# ---- design 1 ----
### Register map, names as in the netlist, design 1

Bar = 20 um. Other sequential cells in the stronger gray, the rest of the logic in the fainter gray.
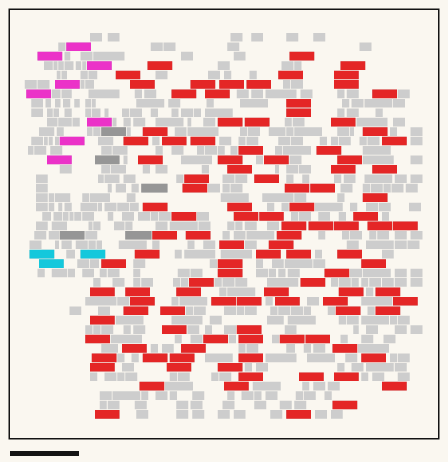

[src/rtl/datapath_pkg.sv]
// Shared datapath types and helpers for the 28-bit register stage and its drain FIFO.
package datapath_pkg;

    localparam int WORD_W = 28;

    typedef logic [WORD_W-1:0] word_t;

    typedef enum logic [1:0] {
        ST_EMPTY,
        ST_PARTIAL,
        ST_FULL
    } fifo_status_t;

    // Occupancy needs one bit more than the pointer so DEPTH itself is representable.
    function automatic int occ_w(input int depth);
        return $clog2(depth) + 1;
    endfunction

    function automatic fifo_status_t status_of(input int unsigned lvl, input int unsigned depth);
        if (lvl == 0)
            return ST_EMPTY;
        else if (lvl >= depth)
            return ST_FULL;
        else
            return ST_PARTIAL;
    endfunction

endpackage

[src/rtl/flopenr_reader_sat_counter.sv]
// Saturating up-counter with synchronous active-low reset; holds at all-ones.
module sat_counter #(
    parameter int W = 8
) (
    input  logic         clock,
    input  logic         reset,
    input  logic         inc,
    output logic [W-1:0] count
);

    always_ff @(posedge clock) begin
        if (!reset)
            count <= '0;
        else if (inc && (count != {W{1'b1}}))
            count <= count + W'(1);
    end

endmodule

[src/rtl/flopenr_reader.sv]
// Drain FIFO behind the enabled register stage: enable-strobed writes, valid/ready reads.
// Optional sticky overflow flag (ovf / ovf_clr) when FLOPENR_READER_STICKY_OVF_EN is defined.
module flopenr_reader
    import datapath_pkg::*;
#(
    parameter int WIDTH = WORD_W,
    parameter int DEPTH = 4,
    parameter int DROPW = 8
) (
    input  logic                      clock,
    input  logic                      reset,
    input  logic                      en,
    input  logic [WIDTH-1:0]          D_in,
    output logic                      out_valid,
    input  logic                      out_ready,
    output logic [WIDTH-1:0]          Q_out,
    output logic [occ_w(DEPTH)-1:0]   level,
    output logic                      full,
    output logic [DROPW-1:0]          drops
`ifdef FLOPENR_READER_STICKY_OVF_EN
    ,
    input  logic                      ovf_clr,
    output logic                      ovf
`endif
);

    localparam int PW = $clog2(DEPTH);
    localparam int LW = occ_w(DEPTH);

    if (DEPTH < 2 || (DEPTH & (DEPTH - 1)) != 0) begin : g_bad_depth
        $error("flopenr_reader: DEPTH must be a power of two >= 2");
    end

    logic [DEPTH-1:0][WIDTH-1:0] mem;
    logic [PW-1:0]               wr_ptr;
    logic [PW-1:0]               rd_ptr;
    logic [LW-1:0]               level_q;
    logic [LW-1:0]               level_nxt;
    logic                        full_q;
    fifo_status_t                status;
    logic                        push;
    logic                        pop;
    logic                        drop;

    assign status = status_of(32'(level_q), DEPTH);
    assign pop    = (status != ST_EMPTY) && out_ready;
    // A pop in the same cycle frees the slot, so a full FIFO can still accept.
    assign push   = en && (!full_q || pop);
    assign drop   = en && full_q && !pop;

    always_comb begin
        level_nxt = level_q;
        if (push && !pop)
            level_nxt = level_q + LW'(1);
        else if (pop && !push)
            level_nxt = level_q - LW'(1);
    end

    always_ff @(posedge clock) begin
        if (!reset) begin
            mem     <= '0;
            wr_ptr  <= '0;
            rd_ptr  <= '0;
            level_q <= '0;
            full_q  <= 1'b0;
        end else begin
            if (push) begin
                mem[wr_ptr] <= D_in;
                wr_ptr      <= wr_ptr + PW'(1);
            end
            if (pop)
                rd_ptr <= rd_ptr + PW'(1);
            level_q <= level_nxt;
            full_q  <= (level_nxt == LW'(DEPTH));
        end
    end

    assign out_valid = (status != ST_EMPTY);
    assign Q_out     = mem[rd_ptr];
    assign level     = level_q;
    assign full      = full_q;

    sat_counter #(
        .W (DROPW)
    ) u_drops (
        .clock (clock),
        .reset (reset),
        .inc   (drop),
        .count (drops)
    );

`ifdef FLOPENR_READER_STICKY_OVF_EN
    // A drop wins over a clear in the same cycle so no overflow goes unreported.
    always_ff @(posedge clock) begin
        if (!reset)
            ovf <= 1'b0;
        else if (drop)
            ovf <= 1'b1;
        else if (ovf_clr)
            ovf <= 1'b0;
    end
`endif

endmodule
[config.mk]
export PLATFORM = sky130hd
export DESIGN_NAME = flopenr_reader
export DESIGN_NICKNAME = d
export VERILOG_FILES = /design/src/rtl/datapath_pkg.sv /design/src/rtl/flopenr_reader_sat_counter.sv /design/src/rtl/flopenr_reader.sv
export SDC_FILE = /design/constraint.sdc
export NUM_CORES = 1
export LEC_CHECK = 0
export CORE_MARGIN = 4
export CORE_UTILIZATION = 45
export DETAILED_ROUTE_END_ITERATION = 16
export PLACE_DENSITY = 0.68
export SYNTH_ARGS = -nofsm -noshare
export SYNTH_HDL_FRONTEND = slang
export SYNTH_HIERARCHICAL = 1
export SYNTH_SLANG_ARGS = --single-unit
[constraint.sdc]
create_clock -name clock -period 6.1 [get_ports clock]
set_clock_uncertainty 0.15 [all_clocks]
set_input_delay 0.61 -clock clock [delete_from_list [all_inputs] [get_ports clock]]
set_output_delay 0.61 -clock clock [all_outputs]
set_load 0.02 [all_outputs]
# ---- design 2 ----
==> src/rtl/display_pkg.sv <==
// Shared constants and helpers for the six-digit multiplexed display scanner.
package display_pkg;

  localparam int unsigned NUM_DIGITS = 6;
  localparam int unsigned POS_W      = 4;
  localparam int unsigned DIGIT_W    = 4;
  localparam logic [DIGIT_W-1:0] BLANK_CODE = 4'hF;
  localparam int unsigned LAST_POS   = NUM_DIGITS - 1;

  typedef logic [POS_W-1:0]              pos_t;
  typedef logic [DIGIT_W-1:0]            nibble_t;
  typedef logic [NUM_DIGITS*DIGIT_W-1:0] digits_t;
  typedef logic [NUM_DIGITS-1:0]         mask_t;

  // Select the nibble belonging to position p (0 for out-of-range positions).
  function automatic nibble_t digit_at(input digits_t d, input pos_t p);
    nibble_t r;
    r = '0;
    for (int unsigned i = 0; i < NUM_DIGITS; i++) begin
      if (p == pos_t'(i)) r = d[i*DIGIT_W +: DIGIT_W];
    end
    return r;
  endfunction

  // Select the blink-mask bit belonging to position p.
  function automatic logic mask_at(input mask_t m, input pos_t p);
    logic r;
    r = 1'b0;
    for (int unsigned i = 0; i < NUM_DIGITS; i++) begin
      if (p == pos_t'(i)) r = m[i];
    end
    return r;
  endfunction

endpackage

==> src/rtl/scan_prescaler.sv <==
// Free-running clock prescaler: pulses step once every CLK_DIV enabled cycles.
module scan_prescaler #(
  parameter int unsigned CLK_DIV = 50000
) (
  input  logic clk,
  input  logic rst_n,
  input  logic en,
  output logic step
);

  localparam int unsigned CNT_W = (CLK_DIV > 1) ? $clog2(CLK_DIV) : 1;
  localparam logic [CNT_W-1:0] CNT_LAST = CNT_W'(CLK_DIV - 1);

  logic [CNT_W-1:0] cnt;

  // Step fires on the cycle the counter sits at its terminal value.
  always_comb begin
    step = en && (cnt == CNT_LAST);
  end

  // Count while enabled, wrap at the terminal value, hold otherwise.
  always_ff @(posedge clk or negedge rst_n) begin
    if (!rst_n) begin
      cnt <= '0;
    end else if (en) begin
      if (cnt == CNT_LAST) cnt <= '0;
      else                 cnt <= cnt + 1'b1;
    end
  end

endmodule

==> src/rtl/display_scan.sv <==
// Six-digit BCD display scanner with frame-synchronous input snapshot and blink.
// Optional build macro: DISPLAY_SCAN_LEADING_ZERO_BLANK_EN blanks a zero hours-tens digit.
module display_scan
  import display_pkg::*;
#(
  parameter int unsigned CLK_DIV      = 50000,
  parameter int unsigned BLINK_FRAMES = 250
) (
  input  logic                          clk,
  input  logic                          rst_n,
  input  logic                          scan_en,
  input  logic [NUM_DIGITS*DIGIT_W-1:0] digits,
  input  logic [NUM_DIGITS-1:0]         blink_mask,
  output logic [POS_W-1:0]              bcd_pos,
  output logic [DIGIT_W-1:0]            bcd_digit,
  output logic                          frame
);

  localparam int unsigned FCNT_W = (BLINK_FRAMES > 1) ? $clog2(BLINK_FRAMES) : 1;
  localparam logic [FCNT_W-1:0] FCNT_LAST = FCNT_W'(BLINK_FRAMES - 1);

  logic              step;
  logic              wrap;
  pos_t              pos;
  digits_t           snap_digits;
  mask_t             snap_mask;
  logic [FCNT_W-1:0] fcnt;
  logic              blink_phase;
  logic              frame_q;
  nibble_t           nib;

  scan_prescaler #(
    .CLK_DIV (CLK_DIV)
  ) u_prescaler (
    .clk   (clk),
    .rst_n (rst_n),
    .en    (scan_en),
    .step  (step)
  );

  // A wrap is the step that moves the scan from the last position back to 0.
  always_comb begin
    wrap = step && (pos == pos_t'(LAST_POS));
  end

  // Scan position, snapshot, frame pulse and blink timebase.
  always_ff @(posedge clk or negedge rst_n) begin
    if (!rst_n) begin
      pos         <= '0;
      snap_digits <= '0;
      snap_mask   <= '0;
      fcnt        <= '0;
      blink_phase <= 1'b0;
      frame_q     <= 1'b0;
    end else begin
      frame_q <= wrap;
      if (step) begin
        if (wrap) pos <= '0;
        else      pos <= pos + 1'b1;
      end
      if (wrap) begin
        snap_digits <= digits;
        snap_mask   <= blink_mask;
        if (fcnt == FCNT_LAST) begin
          fcnt        <= '0;
          blink_phase <= ~blink_phase;
        end else begin
          fcnt <= fcnt + 1'b1;
        end
      end
    end
  end

  // Output digit is muxed from registered state, so it moves with bcd_pos.
  always_comb begin
    nib = digit_at(snap_digits, pos);
`ifdef DISPLAY_SCAN_LEADING_ZERO_BLANK_EN
    if ((pos == pos_t'(LAST_POS)) && (nib == '0)) nib = BLANK_CODE;
`endif
    if (blink_phase && mask_at(snap_mask, pos)) nib = BLANK_CODE;
    bcd_digit = nib;
    bcd_pos   = pos;
    frame     = frame_q;
  end

endmodule

==> config.mk <==
export PLATFORM = sky130hd
export DESIGN_NAME = display_scan
export DESIGN_NICKNAME = d
export VERILOG_FILES = /design/src/rtl/display_pkg.sv /design/src/rtl/scan_prescaler.sv /design/src/rtl/display_scan.sv
export SDC_FILE = /design/constraint.sdc
export NUM_CORES = 1
export LEC_CHECK = 0
export CAP_MARGIN = 0
export CORE_ASPECT_RATIO = 1.2
export CORE_MARGIN = 3
export CORE_UTILIZATION = 49
export DETAILED_ROUTE_END_ITERATION = 10
export PLACE_DENSITY = 0.75
export SKIP_CTS_REPAIR_TIMING = 1
export SYNTH_ARGS = -nofsm -noshare
export SYNTH_HDL_FRONTEND = slang
export SYNTH_SLANG_ARGS = --single-unit
==> constraint.sdc <==
create_clock -name clk -period 2.32 [get_ports clk]
set_clock_uncertainty 0.2 [all_clocks]
set_input_delay 0.464 -clock clk [delete_from_list [all_inputs] [get_ports clk]]
set_output_delay 0.464 -clock clk [all_outputs]
set_load 0.01 [all_outputs]
# ---- design 3 ----
**config.mk**
```make
export PLATFORM = sky130hd
export DESIGN_NAME = set_count_n
export DESIGN_NICKNAME = d
export VERILOG_FILES = /design/src/rtl/set_count_n.sv
export SDC_FILE = /design/constraint.sdc
export NUM_CORES = 1
export LEC_CHECK = 0
export CAP_MARGIN = 20
export CORE_UTILIZATION = 60
export DETAILED_ROUTE_END_ITERATION = 16
export PLACE_DENSITY = 0.81
export SYNTH_ARGS = -nofsm -noshare
export SYNTH_HDL_FRONTEND = slang
export SYNTH_SLANG_ARGS = --single-unit
```
**constraint.sdc**
```tcl
create_clock -name clk -period 9.7 [get_ports clk]
set_input_delay 1.455 -clock clk [delete_from_list [all_inputs] [get_ports clk]]
set_output_delay 1.455 -clock clk [all_outputs]
set_load 0.02 [all_outputs]
```
**src/rtl/set_count_n.sv**
```systemverilog
// Grid-point set counter: scans a GRID x GRID lattice one point per cycle and
// counts the points whose circle-membership pattern is selected by a truth-table mask.
module set_count_n #(
    parameter int GRID    = 8,
    parameter int NCIRC   = 3,
    parameter int COORD_W = 4,
    parameter int R_W     = 4,
    parameter int CNT_W   = $clog2(GRID*GRID+1)
) (
    input  logic                         clk,
    input  logic                         rst,
    input  logic                         en,
    input  logic [NCIRC*2*COORD_W-1:0]   central,
    input  logic [NCIRC*R_W-1:0]         radius,
    input  logic [2**NCIRC-1:0]          mask,
    output logic                         busy,
    output logic                         valid,
    output logic [CNT_W-1:0]             candidate
);

    localparam int XW     = $clog2(GRID+1);
    localparam int DW     = ((XW > COORD_W) ? XW : COORD_W) + 1;
    localparam int SQ_W   = 2*DW;
    localparam int SUM_W  = SQ_W + 1;
    localparam int RR_W   = 2*R_W;
    localparam int CMP_W  = (SUM_W > RR_W) ? SUM_W : RR_W;

    localparam logic [1:0] S_IDLE  = 2'd0;
    localparam logic [1:0] S_SCAN  = 2'd1;
    localparam logic [1:0] S_DRAIN = 2'd2;
    localparam logic [1:0] S_DONE  = 2'd3;

    localparam logic [XW-1:0] X_ONE  = XW'(1);
    localparam logic [XW-1:0] X_LAST = XW'(GRID);

    logic [1:0]                     state_q, state_d;
    logic [XW-1:0]                  x_q, y_q;
    logic [NCIRC*2*COORD_W-1:0]     central_q;
    logic [NCIRC*R_W-1:0]           radius_q;
    logic [2**NCIRC-1:0]            mask_q;
    logic                           s1_valid_q;
    logic [NCIRC-1:0]               s1_mem_q;
    logic [NCIRC-1:0]               mem_d;
    logic [CNT_W-1:0]               cnt_q;
    logic                           accept;
    logic                           last_point;

    assign accept     = (state_q == S_IDLE) && en;
    assign last_point = (x_q == X_LAST) && (y_q == X_LAST);

    // Exact membership test per circle; magnitudes are squared unsigned so no term can overflow.
    for (genvar k = 0; k < NCIRC; k++) begin : g_circ
        logic [COORD_W-1:0]   cx, cy;
        logic [R_W-1:0]       r;
        logic signed [DW-1:0] dx, dy;
        logic [DW-1:0]        adx, ady;
        logic [SQ_W-1:0]      dx2, dy2;
        logic [CMP_W-1:0]     dist2, r2;

        assign cx  = central_q[(NCIRC-1-k)*2*COORD_W + COORD_W +: COORD_W];
        assign cy  = central_q[(NCIRC-1-k)*2*COORD_W +: COORD_W];
        assign r   = radius_q[(NCIRC-1-k)*R_W +: R_W];

        assign dx  = DW'(x_q) - DW'(cx);
        assign dy  = DW'(y_q) - DW'(cy);
        assign adx = dx[DW-1] ? DW'(-dx) : DW'(dx);
        assign ady = dy[DW-1] ? DW'(-dy) : DW'(dy);
        assign dx2 = SQ_W'(adx) * SQ_W'(adx);
        assign dy2 = SQ_W'(ady) * SQ_W'(ady);

        assign dist2 = CMP_W'(dx2) + CMP_W'(dy2);
        assign r2    = CMP_W'(r) * CMP_W'(r);

        assign mem_d[k] = (dist2 <= r2);
    end

    always_comb begin
        // NOTE: every signal assigned here gets a default first, so no path can infer a latch.
        state_d = state_q;
        case (state_q)
            S_IDLE:  if (en) state_d = S_SCAN;
            S_SCAN:  if (last_point) state_d = S_DRAIN;
            S_DRAIN: if (!s1_valid_q) state_d = S_DONE;
            S_DONE:  state_d = S_IDLE;
            default: state_d = S_IDLE;
        endcase
    end

    always_ff @(posedge clk or negedge rst) begin
        // NOTE: sequential state uses non-blocking assignments so all registers update from pre-edge values.
        if (!rst) begin
            state_q    <= S_IDLE;
            x_q        <= X_ONE;
            y_q        <= X_ONE;
            s1_valid_q <= 1'b0;
            cnt_q      <= '0;
        end else begin
            state_q    <= state_d;
            s1_valid_q <= (state_q == S_SCAN);

            if (accept) begin
                x_q <= X_ONE;
                y_q <= X_ONE;
            end else if (state_q == S_SCAN) begin
                if (y_q == X_LAST) begin
                    y_q <= X_ONE;
                    x_q <= x_q + X_ONE;
                end else begin
                    y_q <= y_q + X_ONE;
                end
            end

            if (accept) begin
                cnt_q <= '0;
            end else if (s1_valid_q && mask_q[s1_mem_q]) begin
                cnt_q <= cnt_q + CNT_W'(1);
            end
        end
    end

    always_ff @(posedge clk) begin
        // NOTE: pure datapath registers carry no reset; they are always written before any valid flag consumes them.
        if (accept) begin
            central_q <= central;
            radius_q  <= radius;
            mask_q    <= mask;
        end
        s1_mem_q <= mem_d;
    end

    assign busy      = (state_q != S_IDLE);
    assign valid     = (state_q == S_DONE);
    assign candidate = cnt_q;

endmodule

```
# ---- design 4 ----
File: src/rtl/mcpu_pkg.sv
// rtl/mcpu_pkg.sv - multicycle CPU control: state codes, opcode/function constants, ALU encodings
package mcpu_pkg;

  typedef enum logic [4:0] {
    S_FETCH    = 5'd0,
    S_DECODE   = 5'd1,
    S_MEM_ADDR = 5'd2,
    S_MEM_RD   = 5'd3,
    S_MEM_WB   = 5'd4,
    S_MEM_WR   = 5'd5,
    S_R_EXE    = 5'd6,
    S_R_WB     = 5'd7,
    S_I_EXE    = 5'd8,
    S_I_WB     = 5'd9,
    S_BEQ      = 5'd10,
    S_JUMP     = 5'd11,
    S_JAL      = 5'd12
  } state_t;

  localparam logic [5:0] OP_RTYPE = 6'b000000;
  localparam logic [5:0] OP_LW    = 6'b100011;
  localparam logic [5:0] OP_SW    = 6'b101011;
  localparam logic [5:0] OP_BEQ   = 6'b000100;
  localparam logic [5:0] OP_ADDI  = 6'b001000;
  localparam logic [5:0] OP_SLTI  = 6'b001010;
  localparam logic [5:0] OP_J     = 6'b000010;
  localparam logic [5:0] OP_JAL   = 6'b000011;

  localparam logic [5:0] FUN_ADD = 6'b100000;
  localparam logic [5:0] FUN_SUB = 6'b100010;
  localparam logic [5:0] FUN_AND = 6'b100100;
  localparam logic [5:0] FUN_OR  = 6'b100101;
  localparam logic [5:0] FUN_SLT = 6'b101010;
  localparam logic [5:0] FUN_NOR = 6'b100111;
  localparam logic [5:0] FUN_SRL = 6'b000010;
  localparam logic [5:0] FUN_XOR = 6'b100110;

  localparam logic [2:0] ALU_AND = 3'b000;
  localparam logic [2:0] ALU_OR  = 3'b001;
  localparam logic [2:0] ALU_ADD = 3'b010;
  localparam logic [2:0] ALU_XOR = 3'b011;
  localparam logic [2:0] ALU_NOR = 3'b100;
  localparam logic [2:0] ALU_SRL = 3'b101;
  localparam logic [2:0] ALU_SUB = 3'b110;
  localparam logic [2:0] ALU_SLT = 3'b111;

  // Only signed add/sub style instructions drop their register write on overflow.
  function automatic logic ovf_checked(input logic [5:0] op, input logic [5:0] fun);
    return ((op == OP_RTYPE) && ((fun == FUN_ADD) || (fun == FUN_SUB))) || (op == OP_ADDI);
  endfunction

endpackage

File: src/rtl/mcpu_if.sv
// rtl/mcpu_if.sv - controller <-> datapath/memory signal bundle
interface mcpu_if;
  logic [31:0] Inst;
  logic        zero;
  logic        overflow;
  logic        MIO_ready;
  logic        ALUSrcA;
  logic [1:0]  ALUSrcB;
  logic [2:0]  ALU_operation;
  logic        Branch;
  logic        IorD;
  logic        IRWrite;
  logic [1:0]  MemtoReg;
  logic [1:0]  PCSource;
  logic        PCWrite;
  logic        PCWriteCond;
  logic [1:0]  RegDst;
  logic        RegWrite;
  logic        mem_w;
  logic        mem_err;
  logic [4:0]  state;

  modport master (
    input  Inst, zero, overflow, MIO_ready,
    output ALUSrcA, ALUSrcB, ALU_operation, Branch, IorD, IRWrite,
           MemtoReg, PCSource, PCWrite, PCWriteCond, RegDst, RegWrite,
           mem_w, mem_err, state
  );

  modport slave (
    output Inst, zero, overflow, MIO_ready,
    input  ALUSrcA, ALUSrcB, ALU_operation, Branch, IorD, IRWrite,
           MemtoReg, PCSource, PCWrite, PCWriteCond, RegDst, RegWrite,
           mem_w, mem_err, state
  );
endinterface

File: src/rtl/mcpu_alu_dec.sv
// rtl/mcpu_alu_dec.sv - R-type function field to ALU operation decoder
module mcpu_alu_dec
  import mcpu_pkg::*;
(
  input  logic [5:0] fun,
  output logic [2:0] alu_op,
  output logic       valid
);

  always_comb begin
    alu_op = ALU_AND;
    valid  = 1'b1;
    case (fun)
      FUN_ADD: alu_op = ALU_ADD;
      FUN_SUB: alu_op = ALU_SUB;
      FUN_AND: alu_op = ALU_AND;
      FUN_OR:  alu_op = ALU_OR;
      FUN_SLT: alu_op = ALU_SLT;
      FUN_NOR: alu_op = ALU_NOR;
      FUN_SRL: alu_op = ALU_SRL;
      FUN_XOR: alu_op = ALU_XOR;
      default: valid = 1'b0;
    endcase
  end

endmodule

File: src/rtl/mcpu_ctrl.sv
// rtl/mcpu_ctrl.sv - multicycle CPU Moore control FSM; jal support under MCPU_JAL_EN
module mcpu_ctrl
  import mcpu_pkg::*;
#(
  parameter int TIMEOUT = 15
) (
  input logic   clk,
  input logic   reset_n,
  mcpu_if.master bus
);

  localparam int CW = $clog2(TIMEOUT + 1);

  state_t        cur, nxt;
  logic [CW-1:0] wait_cnt;
  logic          ovf_q;
  logic          mem_err_q;
  logic [5:0]    op, fun;
  logic [2:0]    r_alu;
  logic          r_ok;
  logic          waiting, timeout_hit;
  logic          unused_bits;

  assign op  = bus.Inst[31:26];
  assign fun = bus.Inst[5:0];
  assign unused_bits = ^{bus.zero, bus.Inst[25:6]};

  mcpu_alu_dec u_alu_dec (.fun(fun), .alu_op(r_alu), .valid(r_ok));

  assign waiting     = cur inside {S_FETCH, S_MEM_RD, S_MEM_WR};
  assign timeout_hit = waiting && !bus.MIO_ready && (wait_cnt == CW'(TIMEOUT - 1));

  always_comb begin
    nxt = cur;
    case (cur)
      S_FETCH:    nxt = bus.MIO_ready ? S_DECODE : S_FETCH;
      S_DECODE: begin
        case (op)
          OP_RTYPE:       nxt = S_R_EXE;
          OP_LW, OP_SW:   nxt = S_MEM_ADDR;
          OP_BEQ:         nxt = S_BEQ;
          OP_ADDI, OP_SLTI: nxt = S_I_EXE;
          OP_J:           nxt = S_JUMP;
`ifdef MCPU_JAL_EN
          OP_JAL:         nxt = S_JAL;
`endif
          default:        nxt = S_FETCH;
        endcase
      end
      S_MEM_ADDR: nxt = (op == OP_LW) ? S_MEM_RD : S_MEM_WR;
      S_MEM_RD:   nxt = bus.MIO_ready ? S_MEM_WB : S_MEM_RD;
      S_MEM_WR:   nxt = bus.MIO_ready ? S_FETCH : S_MEM_WR;
      S_R_EXE:    nxt = r_ok ? S_R_WB : S_FETCH;
      S_I_EXE:    nxt = S_I_WB;
      default:    nxt = S_FETCH;
    endcase
  end

  always_ff @(posedge clk or negedge reset_n) begin
    if (!reset_n) begin
      cur       <= S_FETCH;
      wait_cnt  <= '0;
      mem_err_q <= 1'b0;
      ovf_q     <= 1'b0;
    end else begin
      mem_err_q <= 1'b0;
      if (timeout_hit) begin
        cur       <= S_FETCH;
        wait_cnt  <= '0;
        mem_err_q <= 1'b1;
      end else begin
        cur      <= nxt;
        wait_cnt <= (waiting && !bus.MIO_ready) ? wait_cnt + CW'(1) : '0;
      end
      // Overflow is sampled in the execute cycle and consumed by the following write-back.
      if (cur == S_R_EXE || cur == S_I_EXE)
        ovf_q <= bus.overflow && ovf_checked(op, fun);
    end
  end

  logic       src_a, branch, iord, ir_write, pc_write, pc_write_cond, reg_write, mem_w;
  logic [1:0] src_b, mem_to_reg, pc_source, reg_dst;
  logic [2:0] alu_op;

  always_comb begin
    src_a = 1'b0; src_b = 2'b00; alu_op = ALU_AND; branch = 1'b0;
    iord = 1'b0; ir_write = 1'b0; mem_to_reg = 2'b00; pc_source = 2'b00;
    pc_write = 1'b0; pc_write_cond = 1'b0; reg_dst = 2'b00; reg_write = 1'b0;
    mem_w = 1'b0;
    case (cur)
      S_FETCH:    begin ir_write = 1'b1; src_b = 2'b01; alu_op = ALU_ADD; pc_write = 1'b1; end
      S_DECODE:   begin src_b = 2'b11; alu_op = ALU_ADD; end
      S_MEM_ADDR: begin src_a = 1'b1; src_b = 2'b10; alu_op = ALU_ADD; end
      S_MEM_RD:   iord = 1'b1;
      S_MEM_WB:   begin mem_to_reg = 2'b01; reg_write = 1'b1; end
      S_MEM_WR:   begin iord = 1'b1; mem_w = 1'b1; end
      S_R_EXE:    begin src_a = 1'b1; alu_op = r_alu; end
      S_R_WB:     begin reg_dst = 2'b01; reg_write = !ovf_q; end
      S_I_EXE:    begin src_a = 1'b1; src_b = 2'b10; alu_op = (op == OP_SLTI) ? ALU_SLT : ALU_ADD; end
      S_I_WB:     reg_write = !ovf_q;
      S_BEQ:      begin src_a = 1'b1; alu_op = ALU_SUB; pc_write_cond = 1'b1; branch = 1'b1; pc_source = 2'b01; end
      S_JUMP:     begin pc_source = 2'b10; pc_write = 1'b1; end
`ifdef MCPU_JAL_EN
      S_JAL:      begin reg_dst = 2'b10; mem_to_reg = 2'b10; reg_write = 1'b1; pc_source = 2'b10; pc_write = 1'b1; end
`endif
      default: ;
    endcase
  end

  // Write strobes are gated by reset so nothing commits while reset_n is low.
  assign bus.PCWrite       = pc_write && reset_n;
  assign bus.IRWrite       = ir_write && reset_n;
  assign bus.RegWrite      = reg_write && reset_n;
  assign bus.mem_w         = mem_w && reset_n;
  assign bus.PCWriteCond   = pc_write_cond && reset_n;
  assign bus.ALUSrcA       = src_a;
  assign bus.ALUSrcB       = src_b;
  assign bus.ALU_operation = alu_op;
  assign bus.Branch        = branch;
  assign bus.IorD          = iord;
  assign bus.MemtoReg      = mem_to_reg;
  assign bus.PCSource      = pc_source;
  assign bus.RegDst        = reg_dst;
  assign bus.mem_err       = mem_err_q;
  assign bus.state         = cur;

endmodule

File: src/flat_wrapper.sv
// flat-port wrapper written by rule: the top's interface ports become plain ports
module mcpu_ctrl_flat import mcpu_pkg::*;
#(
  parameter int TIMEOUT = 15
)
  (clk, reset_n, bus_Inst, bus_zero, bus_overflow, bus_MIO_ready, bus_ALUSrcA, bus_ALUSrcB, bus_ALU_operation, bus_Branch, bus_IorD, bus_IRWrite, bus_MemtoReg, bus_PCSource, bus_PCWrite, bus_PCWriteCond, bus_RegDst, bus_RegWrite, bus_mem_w, bus_mem_err, bus_state);
  mcpu_if bus_i ();
  input logic clk;
  input logic reset_n;
  input wire logic [$bits(bus_i.Inst)-1:0] bus_Inst;
  input wire logic [$bits(bus_i.zero)-1:0] bus_zero;
  input wire logic [$bits(bus_i.overflow)-1:0] bus_overflow;
  input wire logic [$bits(bus_i.MIO_ready)-1:0] bus_MIO_ready;
  output wire logic [$bits(bus_i.ALUSrcA)-1:0] bus_ALUSrcA;
  output wire logic [$bits(bus_i.ALUSrcB)-1:0] bus_ALUSrcB;
  output wire logic [$bits(bus_i.ALU_operation)-1:0] bus_ALU_operation;
  output wire logic [$bits(bus_i.Branch)-1:0] bus_Branch;
  output wire logic [$bits(bus_i.IorD)-1:0] bus_IorD;
  output wire logic [$bits(bus_i.IRWrite)-1:0] bus_IRWrite;
  output wire logic [$bits(bus_i.MemtoReg)-1:0] bus_MemtoReg;
  output wire logic [$bits(bus_i.PCSource)-1:0] bus_PCSource;
  output wire logic [$bits(bus_i.PCWrite)-1:0] bus_PCWrite;
  output wire logic [$bits(bus_i.PCWriteCond)-1:0] bus_PCWriteCond;
  output wire logic [$bits(bus_i.RegDst)-1:0] bus_RegDst;
  output wire logic [$bits(bus_i.RegWrite)-1:0] bus_RegWrite;
  output wire logic [$bits(bus_i.mem_w)-1:0] bus_mem_w;
  output wire logic [$bits(bus_i.mem_err)-1:0] bus_mem_err;
  output wire logic [$bits(bus_i.state)-1:0] bus_state;
  assign bus_i.Inst = bus_Inst;
  assign bus_i.zero = bus_zero;
  assign bus_i.overflow = bus_overflow;
  assign bus_i.MIO_ready = bus_MIO_ready;
  assign bus_ALUSrcA = bus_i.ALUSrcA;
  assign bus_ALUSrcB = bus_i.ALUSrcB;
  assign bus_ALU_operation = bus_i.ALU_operation;
  assign bus_Branch = bus_i.Branch;
  assign bus_IorD = bus_i.IorD;
  assign bus_IRWrite = bus_i.IRWrite;
  assign bus_MemtoReg = bus_i.MemtoReg;
  assign bus_PCSource = bus_i.PCSource;
  assign bus_PCWrite = bus_i.PCWrite;
  assign bus_PCWriteCond = bus_i.PCWriteCond;
  assign bus_RegDst = bus_i.RegDst;
  assign bus_RegWrite = bus_i.RegWrite;
  assign bus_mem_w = bus_i.mem_w;
  assign bus_mem_err = bus_i.mem_err;
  assign bus_state = bus_i.state;
  mcpu_ctrl #(.TIMEOUT(TIMEOUT)) u_core (.clk(clk), .reset_n(reset_n), .bus(bus_i));
endmodule
File: config.mk
export PLATFORM = sky130hd
export DESIGN_NAME = mcpu_ctrl_flat
export DESIGN_NICKNAME = d
export VERILOG_FILES = /design/src/rtl/mcpu_pkg.sv /design/src/rtl/mcpu_if.sv /design/src/rtl/mcpu_alu_dec.sv /design/src/rtl/mcpu_ctrl.sv /design/src/flat_wrapper.sv
export SDC_FILE = /design/constraint.sdc
export NUM_CORES = 1
export LEC_CHECK = 0
export ABC_CLOCK_PERIOD_IN_PS = 2000
export CAP_MARGIN = 25
export CORE_ASPECT_RATIO = 1.1
export CORE_UTILIZATION = 33
export CTS_CLUSTER_SIZE = 25
export DETAILED_ROUTE_END_ITERATION = 12
export PLACE_DENSITY_LB_ADDON = 0.25
export RECOVER_POWER = 100
export SYNTH_ARGS = -nofsm -noshare
export SYNTH_HDL_FRONTEND = slang
export SYNTH_SLANG_ARGS = --single-unit
File: constraint.sdc
create_clock -name clk -period 2 [get_ports clk]
set_input_delay 0.6 -clock clk [delete_from_list [all_inputs] [get_ports clk]]
set_output_delay 0.6 -clock clk [all_outputs]
set_load 0.005 [all_outputs]

==> gallery <==
Signal wires by layer.
Bar = 20 um.
panel A
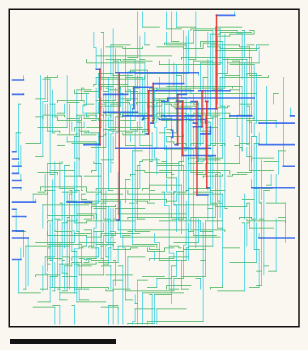
panel B
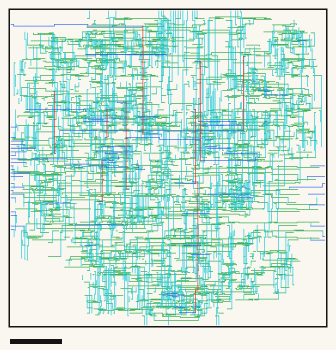
panel C
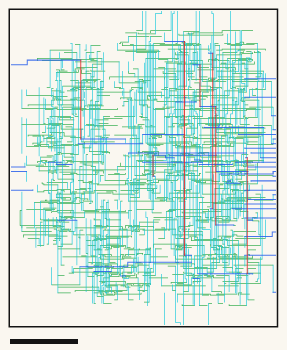
panel D
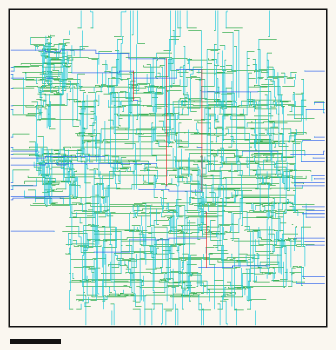
design 1 -> panel D
design 2 -> panel C
design 3 -> panel B
design 4 -> panel A
Of these, smallest die: panel A

Key to panel A:
[green] metal 1 | wire length: 1480 um
[blue] metal 3 | wire length: 215 um
[cyan] metal 2 | wire length: 2140 um
[red] metal 4 | wire length: 136 um

### Routing congestion, design 1

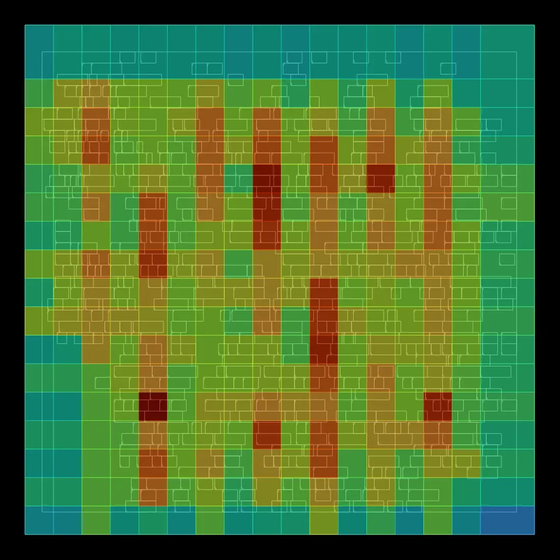
met1 GRT Util: 20.98%
total track usage: 16.84%

### Logic cells by family, design 1

Bar = 20 um.
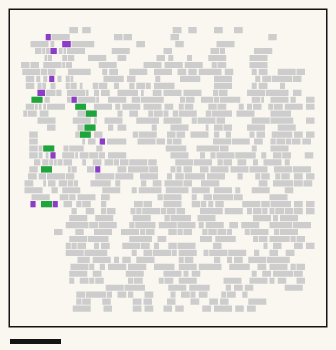
[purple] AND and OR gates | cells: 11 | most used: and2_1
[green] adder and majority cells | cells: 8 | most used: ha_1

Notes on 'Register map, names as in the netlist' of design 1 above:
[red] mem | sequential cells: 112
[cyan] level | sequential cells: 3
[magenta] u_drops/count | sequential cells: 8 | where: north-west

==> run notes, design 1 <==
Results of an implementation run.

The run finished with clean final reports. The layout has 7 inverters outside the clock class. The antenna diode count is 0. The worst relative slew slack is 21.95%. The number of placed instances, taps included is 716. The first global-routing pass estimated 19660 um of wire. By startpoint and endpoint, the worst setup path is classified as flip-flop to primary output. The signal arrival time at the worst endpoint is 2.62 ns. The endpoint kind of the worst setup timing path is a primary output. Entering global routing, the biggest net connects 66 pins.

The CTS sink count is 128. The detail route stage leaves a number of antenna-violating nets equal to 0. The clock buffers instantiated in the layout total 24. The proportion of synthesized area in mux cells is 29.69%. The most critical hold endpoint after final layout shows a slack of 0.3613 ns. Warnings reported by Yosys during synthesis add up to 6. For this run, asynchronously set or reset flops after synthesis account for 0%. The number of flip-flops and latches in the synthesized netlist is 128.
-- design 1: sequential cells by signal, summed over array words and instances, names as in the netlist --
signal	flops
full	1
wr_ptr	2
level	3
mem	112
u_drops/count	8
rd_ptr	2
-- design 1: worst max-delay path by stage --
| stage | slack (ns) | to | cells past startpoint |
|---|---|---|---|
| after floorplan | 3.87 | u_drops/count[6] | 9 |
| after global placement | 2.93 | mem[48] | 4 |
| after detailed placement | 2.81 | mem[32] | 4 |
| after CTS | 2.63 | Q_out[27] | 2 |
| after global routing | 2.52 | Q_out[27] | 2 |
| final | 2.72 | Q_out[27] | 2 |
-- design 1: per-layer routing --
layer  wire length (um)  vias to the layer above  global-route usage [%]
met5                  0                        -                       0
met4                130                        0                   6.090
met3                616                       12                   5.627
met2               5722                       64                   27.25
met1               5428                     1821                   20.98
li1                   -                     1884                       -
-- design 1: critical path, cell delays in order (launching register included) --
cell and delay, ns:
sky130_fd_sc_hd__dfxtp_2 1.01, sky130_fd_sc_hd__mux4_2 0.65, sky130_fd_sc_hd__clkdlybuf4s50_1 0.56
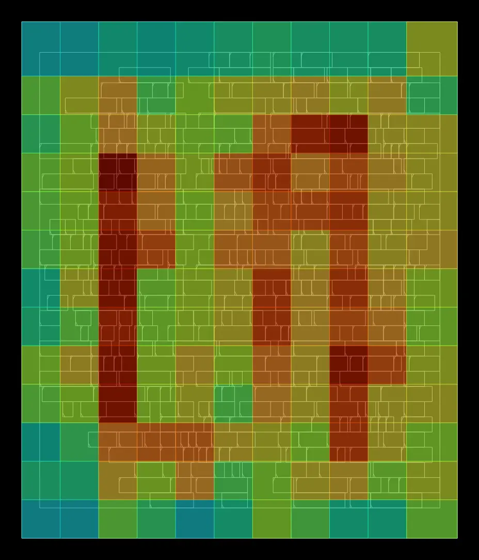
*Routing congestion, design 2*
post-layout utilization of the core: 76.75%
post-DR wirelength/cell: 18.67 um

### Logic cells by family, design 2

Bar = 20 um.
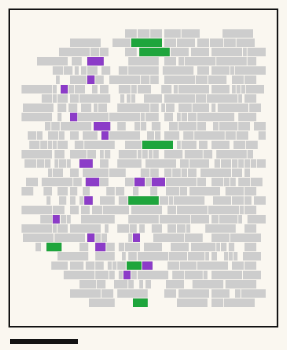
[green] adder and majority cells | cells: 7 | most used: ha_4
[purple] AND and OR gates | cells: 17 | most used: and3_1

==> run notes, design 2 <==
Results of an implementation run.

The commonest cells after synthesis are sky130_fd_sc_hd__dfrtp_1, sky130_fd_sc_hd__nand2_1, sky130_fd_sc_hd__mux2_1. In the global route stage, met3 resource usage came out at 6.226%. STA lists the endpoint of the worst register-to-register path as snap_digits[19]. The number of setup violations in the final report is 39. By instance count, the leading cell after synthesis is sky130_fd_sc_hd__dfrtp_1. The clock passes through at most 2 buffers.

The latest clock arrival within the worst-skew pair is 0.35 ns. The report lists the cells along the critical path as inv_2, ha_4, buf_4, a21oi_2, a211oi_2, a31oi_2, o32ai_2, buf_2. The final reports fail on negative setup slack. The post-placement cell area is 3860 sq um.

The worst path in the final design needs a cycle of 2.630 ns, including I/O delays and setup. The script logs the ratio of routed vias to standard cells as 5.726. The multi-input gate area in the final layout is 1774 sq um. The final design instance area without fill is 4494 sq um. The endpoint kind of the worst setup timing path is a primary output.

The final standard cell count with taps included and fillers excluded is 463. The complex-gate fraction of the synthesized area is 12.89%. The highest clock rate is 380.3 MHz. The required arrival time at the worst endpoint is 1.66 ns.

The fill cell total of the finished layout is 374. In the post-route analysis, the smallest setup slack over all paths is -0.3097 ns. The detailed-route via count is 2651. The average instance in the mapped netlist occupies 10.69 sq um. The yosys-reported design area after synthesis is 3058 sq um. The run finished, with violations left. The CTS sink count is 60.
design 2: worst reg2reg max path: stages (launching register included):
cell,delay (ns)
sky130_fd_sc_hd__dfrtp_1,0.40
sky130_fd_sc_hd__or4b_4,0.60
sky130_fd_sc_hd__nor4_4,0.29
sky130_fd_sc_hd__nor2b_4,0.34
sky130_fd_sc_hd__clkbuf_16,0.24
sky130_fd_sc_hd__mux2_4,0.31
design 2: cell type report:
| type | count | share of cell area (%) |
|---|---|---|
| clock buffer | 10 | 2.840 |
| clock inverter | 6 | 1.448 |
| inverter | 9 | 0.8073 |
| multi-input combinational | 204 | 39.48 |
| sequential | 60 | 33.44 |
| tap | 80 | 2.227 |
| timing repair buffer | 94 | 19.77 |
design 2: state kept, by name, summed over array words and instances, names as in the netlist:
register and flops:
fcnt 8, blink_phase 1, bcd_pos 4, snap_digits 24
frame 1, u_prescaler.cnt 16, snap_mask 6
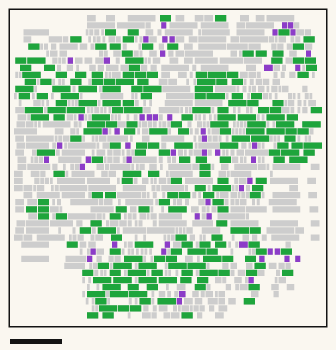
*Logic cells by family, design 3*
Bar = 20 um.
[green] adder and majority cells | cells: 226 | most used: ha_1 | where: spread over the die
[purple] AND and OR gates | cells: 53 | most used: and2_1 | where: spread over the die

==> run notes, design 3 <==
Results of an implementation run.

The final layout net count is 1224. The highest clock rate is 138.4 MHz. The cell repeated most along the worst path is sky130_fd_sc_hd__fa_1. The biggest fanout along the worst timing path is 5.

The wire length per cell after detailed routing is 14.63 um. Counting tap cells, the placed design contains a total of 1120 instances.

The repair_antennas step left the layout with diodes totalling 0. The worst clock skew is 0.008385 ns. The top metal layer carrying routed signals is met4. The run finished with clean final reports. The most used flip-flop cell is sky130_fd_sc_hd__edfxtp_1.

The number of clock sinks came to 65. The final standard cell count with taps included and fillers excluded is 1136. On met1, the global router reports a usage of 32.94%. The clock buffer count from CTS is 9. The final report gives the standard cell area, fillers excluded, as 9674 sq um. After clock tree synthesis, the repair step resized 0 gates. The largest registers in the layout are central_q (24), radius_q (12), mask_q (8). The initial antenna violation count is 1. The final worst-path cycle share is 74.50%. Counting every instance in the synthesized netlist gives 878. The arithmetic-cell share of the synthesized area counting full adders, half adders and majority gates is 39.05%. The total number of yosys warnings is 0.

CTS reports a maximum clock tree buffer depth of 2. The complex-gate fraction of the synthesized area is 11.84%. The quantity of I/O buffers inserted on ports is 55. TritonCTS built the clock tree. In the final report, the number of hold violations comes to 0. According to the timing report, the data required time at the worst endpoint equals 9.94 ns. The share of post-route cells with drive strength above 1 is 3.243%.

Across all layers, the routed design uses 6193 vias. The worst setup path is captured at a flip-flop.

The register with the most flip-flops in the layout has 24 of them. The routed layout reports a DRC error count of 0. The total die size is 14760 sq um. The cell count in the Yosys report is 878.

Global routing put the most usage on met2. The post-synthesis sequential area ratio is 21.41%.
[design 3: cell type report]
| type | count | share of cell area [%] |
|---|---|---|
| inverters | 158 | 6.130 |
| flip-flops and latches | 65 | 18.96 |
| well taps | 180 | 2.328 |
| multi-input cells | 661 | 63.70 |
| repair buffers | 56 | 5.768 |
| clock inverters | 7 | 0.7889 |
| clock buffers | 9 | 2.328 |
[design 3: path summary, 6_finish.rpt]
kind                                   start            to  slack, ns  cells past startpoint
worst max-delay path                  y_q[0]   s1_mem_q[2]       2.47                     26
min in group asynchronous                rst  candidate[6]       1.61                      1
worst max register to register        y_q[0]   s1_mem_q[2]       2.47                     26
max in group asynchronous                rst        x_q[3]       7.56                      1
worst min-delay path            candidate[6]  candidate[6]       0.58                      2
worst min register to register  candidate[6]  candidate[6]       0.58                      2
[design 3: worst max-delay path, delay by kind of cell, from the launching register on]
family | cells | cell delay (ns)
and+or+nand+nor | 5 | 0.60
muxes | 1 | 0.48
buffers and inverters | 4 | 0.38
DFF | 1 | 0.39
AOI/OAI and AO/OA | 6 | 1.29
adders and majority gates | 9 | 3.83
xor gates and xnor gates | 1 | 0.14
### Routing congestion, design 4

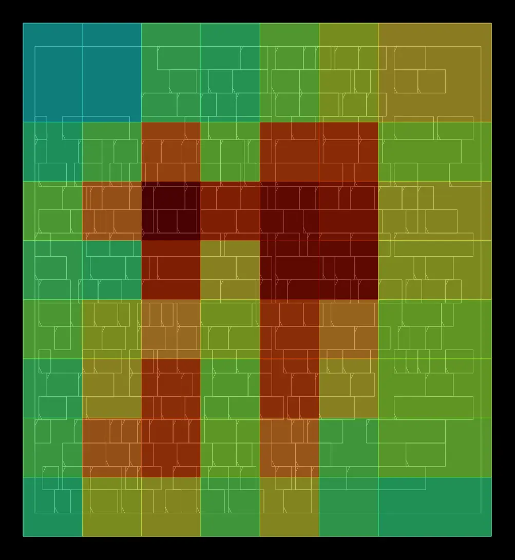
post-DR wirelength/cell: 15.19 um
met2 track demand over resource in global routing: 45.82%
layer with the highest usage after global routing: met2

### Port wiring, design 4

Bar = 20 um.
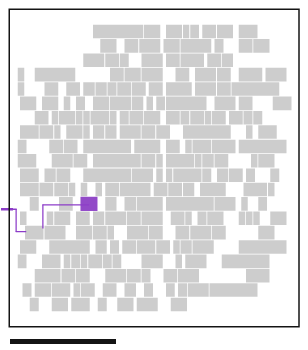
[purple] bus_overflow | bits: 1 | direction: input | edge: west | end cells: 1 | buffers: 1 | wire: 19.9 um

==> run notes, design 4 <==
Results of an implementation run.

For this run, the total global-route usage over all layers was measured as 24.05%. After layout, the worst setup slack is -0.2612 ns. The kind of start point of the critical path is a flip-flop. The leftover overflow at the end of global routing is 0. The worst setup path is captured at a primary output. The checks that failed: negative setup slack.

Hold-check failures listed in the final report amount to 0. Once layout is complete, the cells apart from fillers number 261. Before any placement, the netlist area is recorded as 1003 sq um. The core area is 2828 sq um. The number of setup violations in the final report is 15. The run finished, with violations left. The root buffer cell is sky130_fd_sc_hd__clkbuf_4.

The maximum number of pins on one net before global-route repair is 12. The maximum clock insertion buffer count is 2.
## design 4: metal layers
layer,vias up,GRT usage [%],routed length [um]
met5,-,0,0
li1,664,-,-
met1,642,25.46,1477
met2,71,45.82,2135
met3,21,1.781,214
met4,0,11.72,136
## design 4: critical path, cell delays in order (launching register included)
cell and delay [ns]:
sky130_fd_sc_hd__dfrtp_1 0.42, sky130_fd_sc_hd__buf_6 0.13, sky130_fd_sc_hd__nand2b_4 0.13, sky130_fd_sc_hd__or3_4 0.36
sky130_fd_sc_hd__buf_6 0.13, sky130_fd_sc_hd__o21ai_2 0.09, sky130_fd_sc_hd__buf_2 0.12
## design 4: final cells by class
class	instances	area, sq um
Inverter	5	18.77
Tap cell	33	41.29
Clock buffer	4	36.28
Sequential cell	10	251.5
Timing Repair Buffer	100	839.6
Fill cell	230	818.3
Multi-Input combinational cell	109	822.0


==> notes/layouts.md <==
Pictures saved along the way, in no particular order.

Layout detail.
picture 1
Bar = 5 um. Region (29, 55) to (49, 75) um. Cells in gray, sequential cells in the stronger gray; small squares are vias.
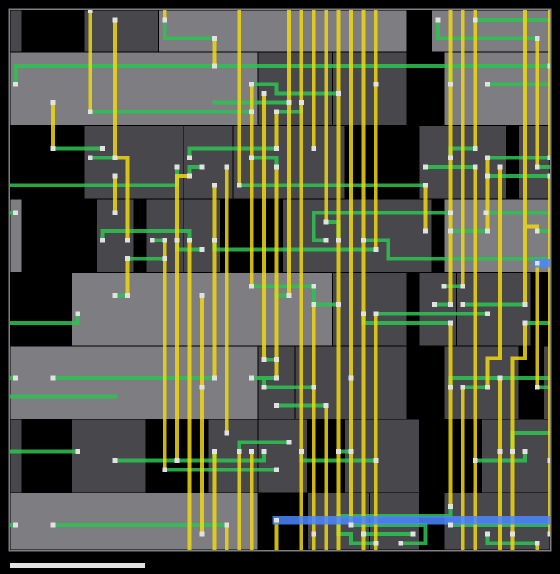
picture 2
Bar = 5 um. Region (51, 75) to (71, 95) um. Cells in gray, sequential cells in the stronger gray; small squares are vias.
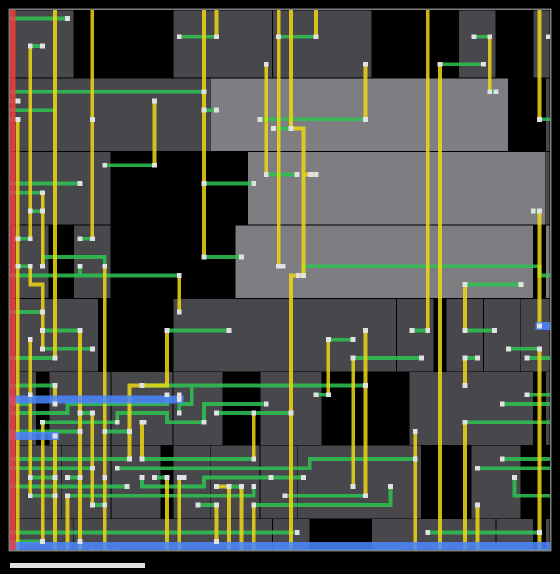
picture 3
Bar = 5 um. Region (17, 32) to (37, 52) um. Cells in gray, sequential cells in the stronger gray; small squares are vias.
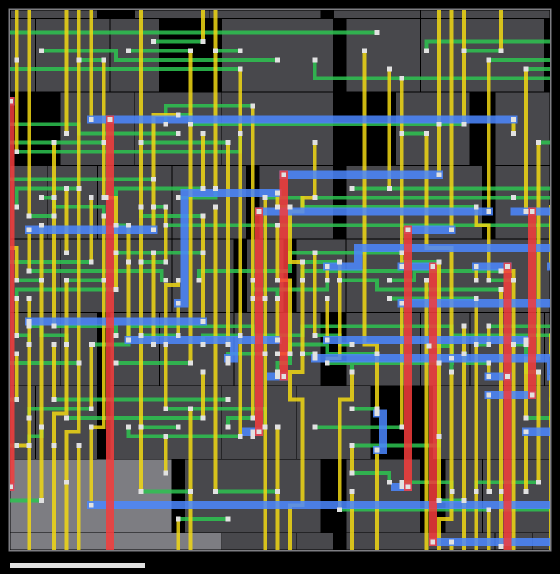
picture 4
Bar = 5 um. Region (52, 76) to (72, 96) um. Cells in gray, sequential cells in the stronger gray; small squares are vias.
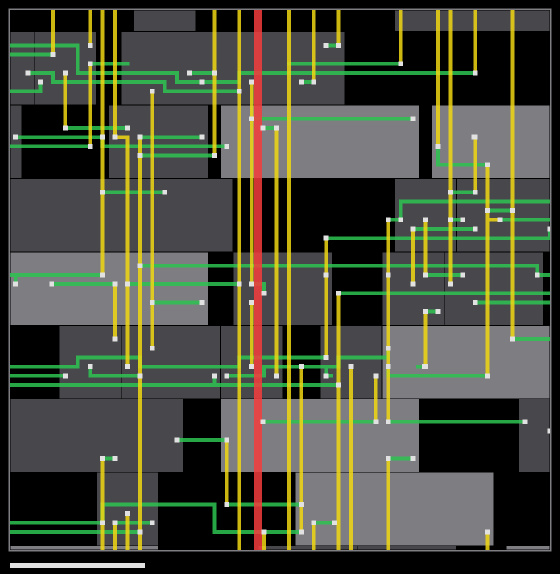
- smallest die: picture 3
For design 4, see picture 3.
For design 1, see picture 4.
For design 3, see picture 2.
For design 2, see picture 1.

Key to picture 1:
[yellow] metal 2
[green] metal 1
[blue] metal 3
most frequent: buf_4 (8), dfrtp_1 (4)
cells with their middle in the window: 31
netlist names of flops here include: bcd_pos (2), snap_mask (2)
sequential cells in the window: 5

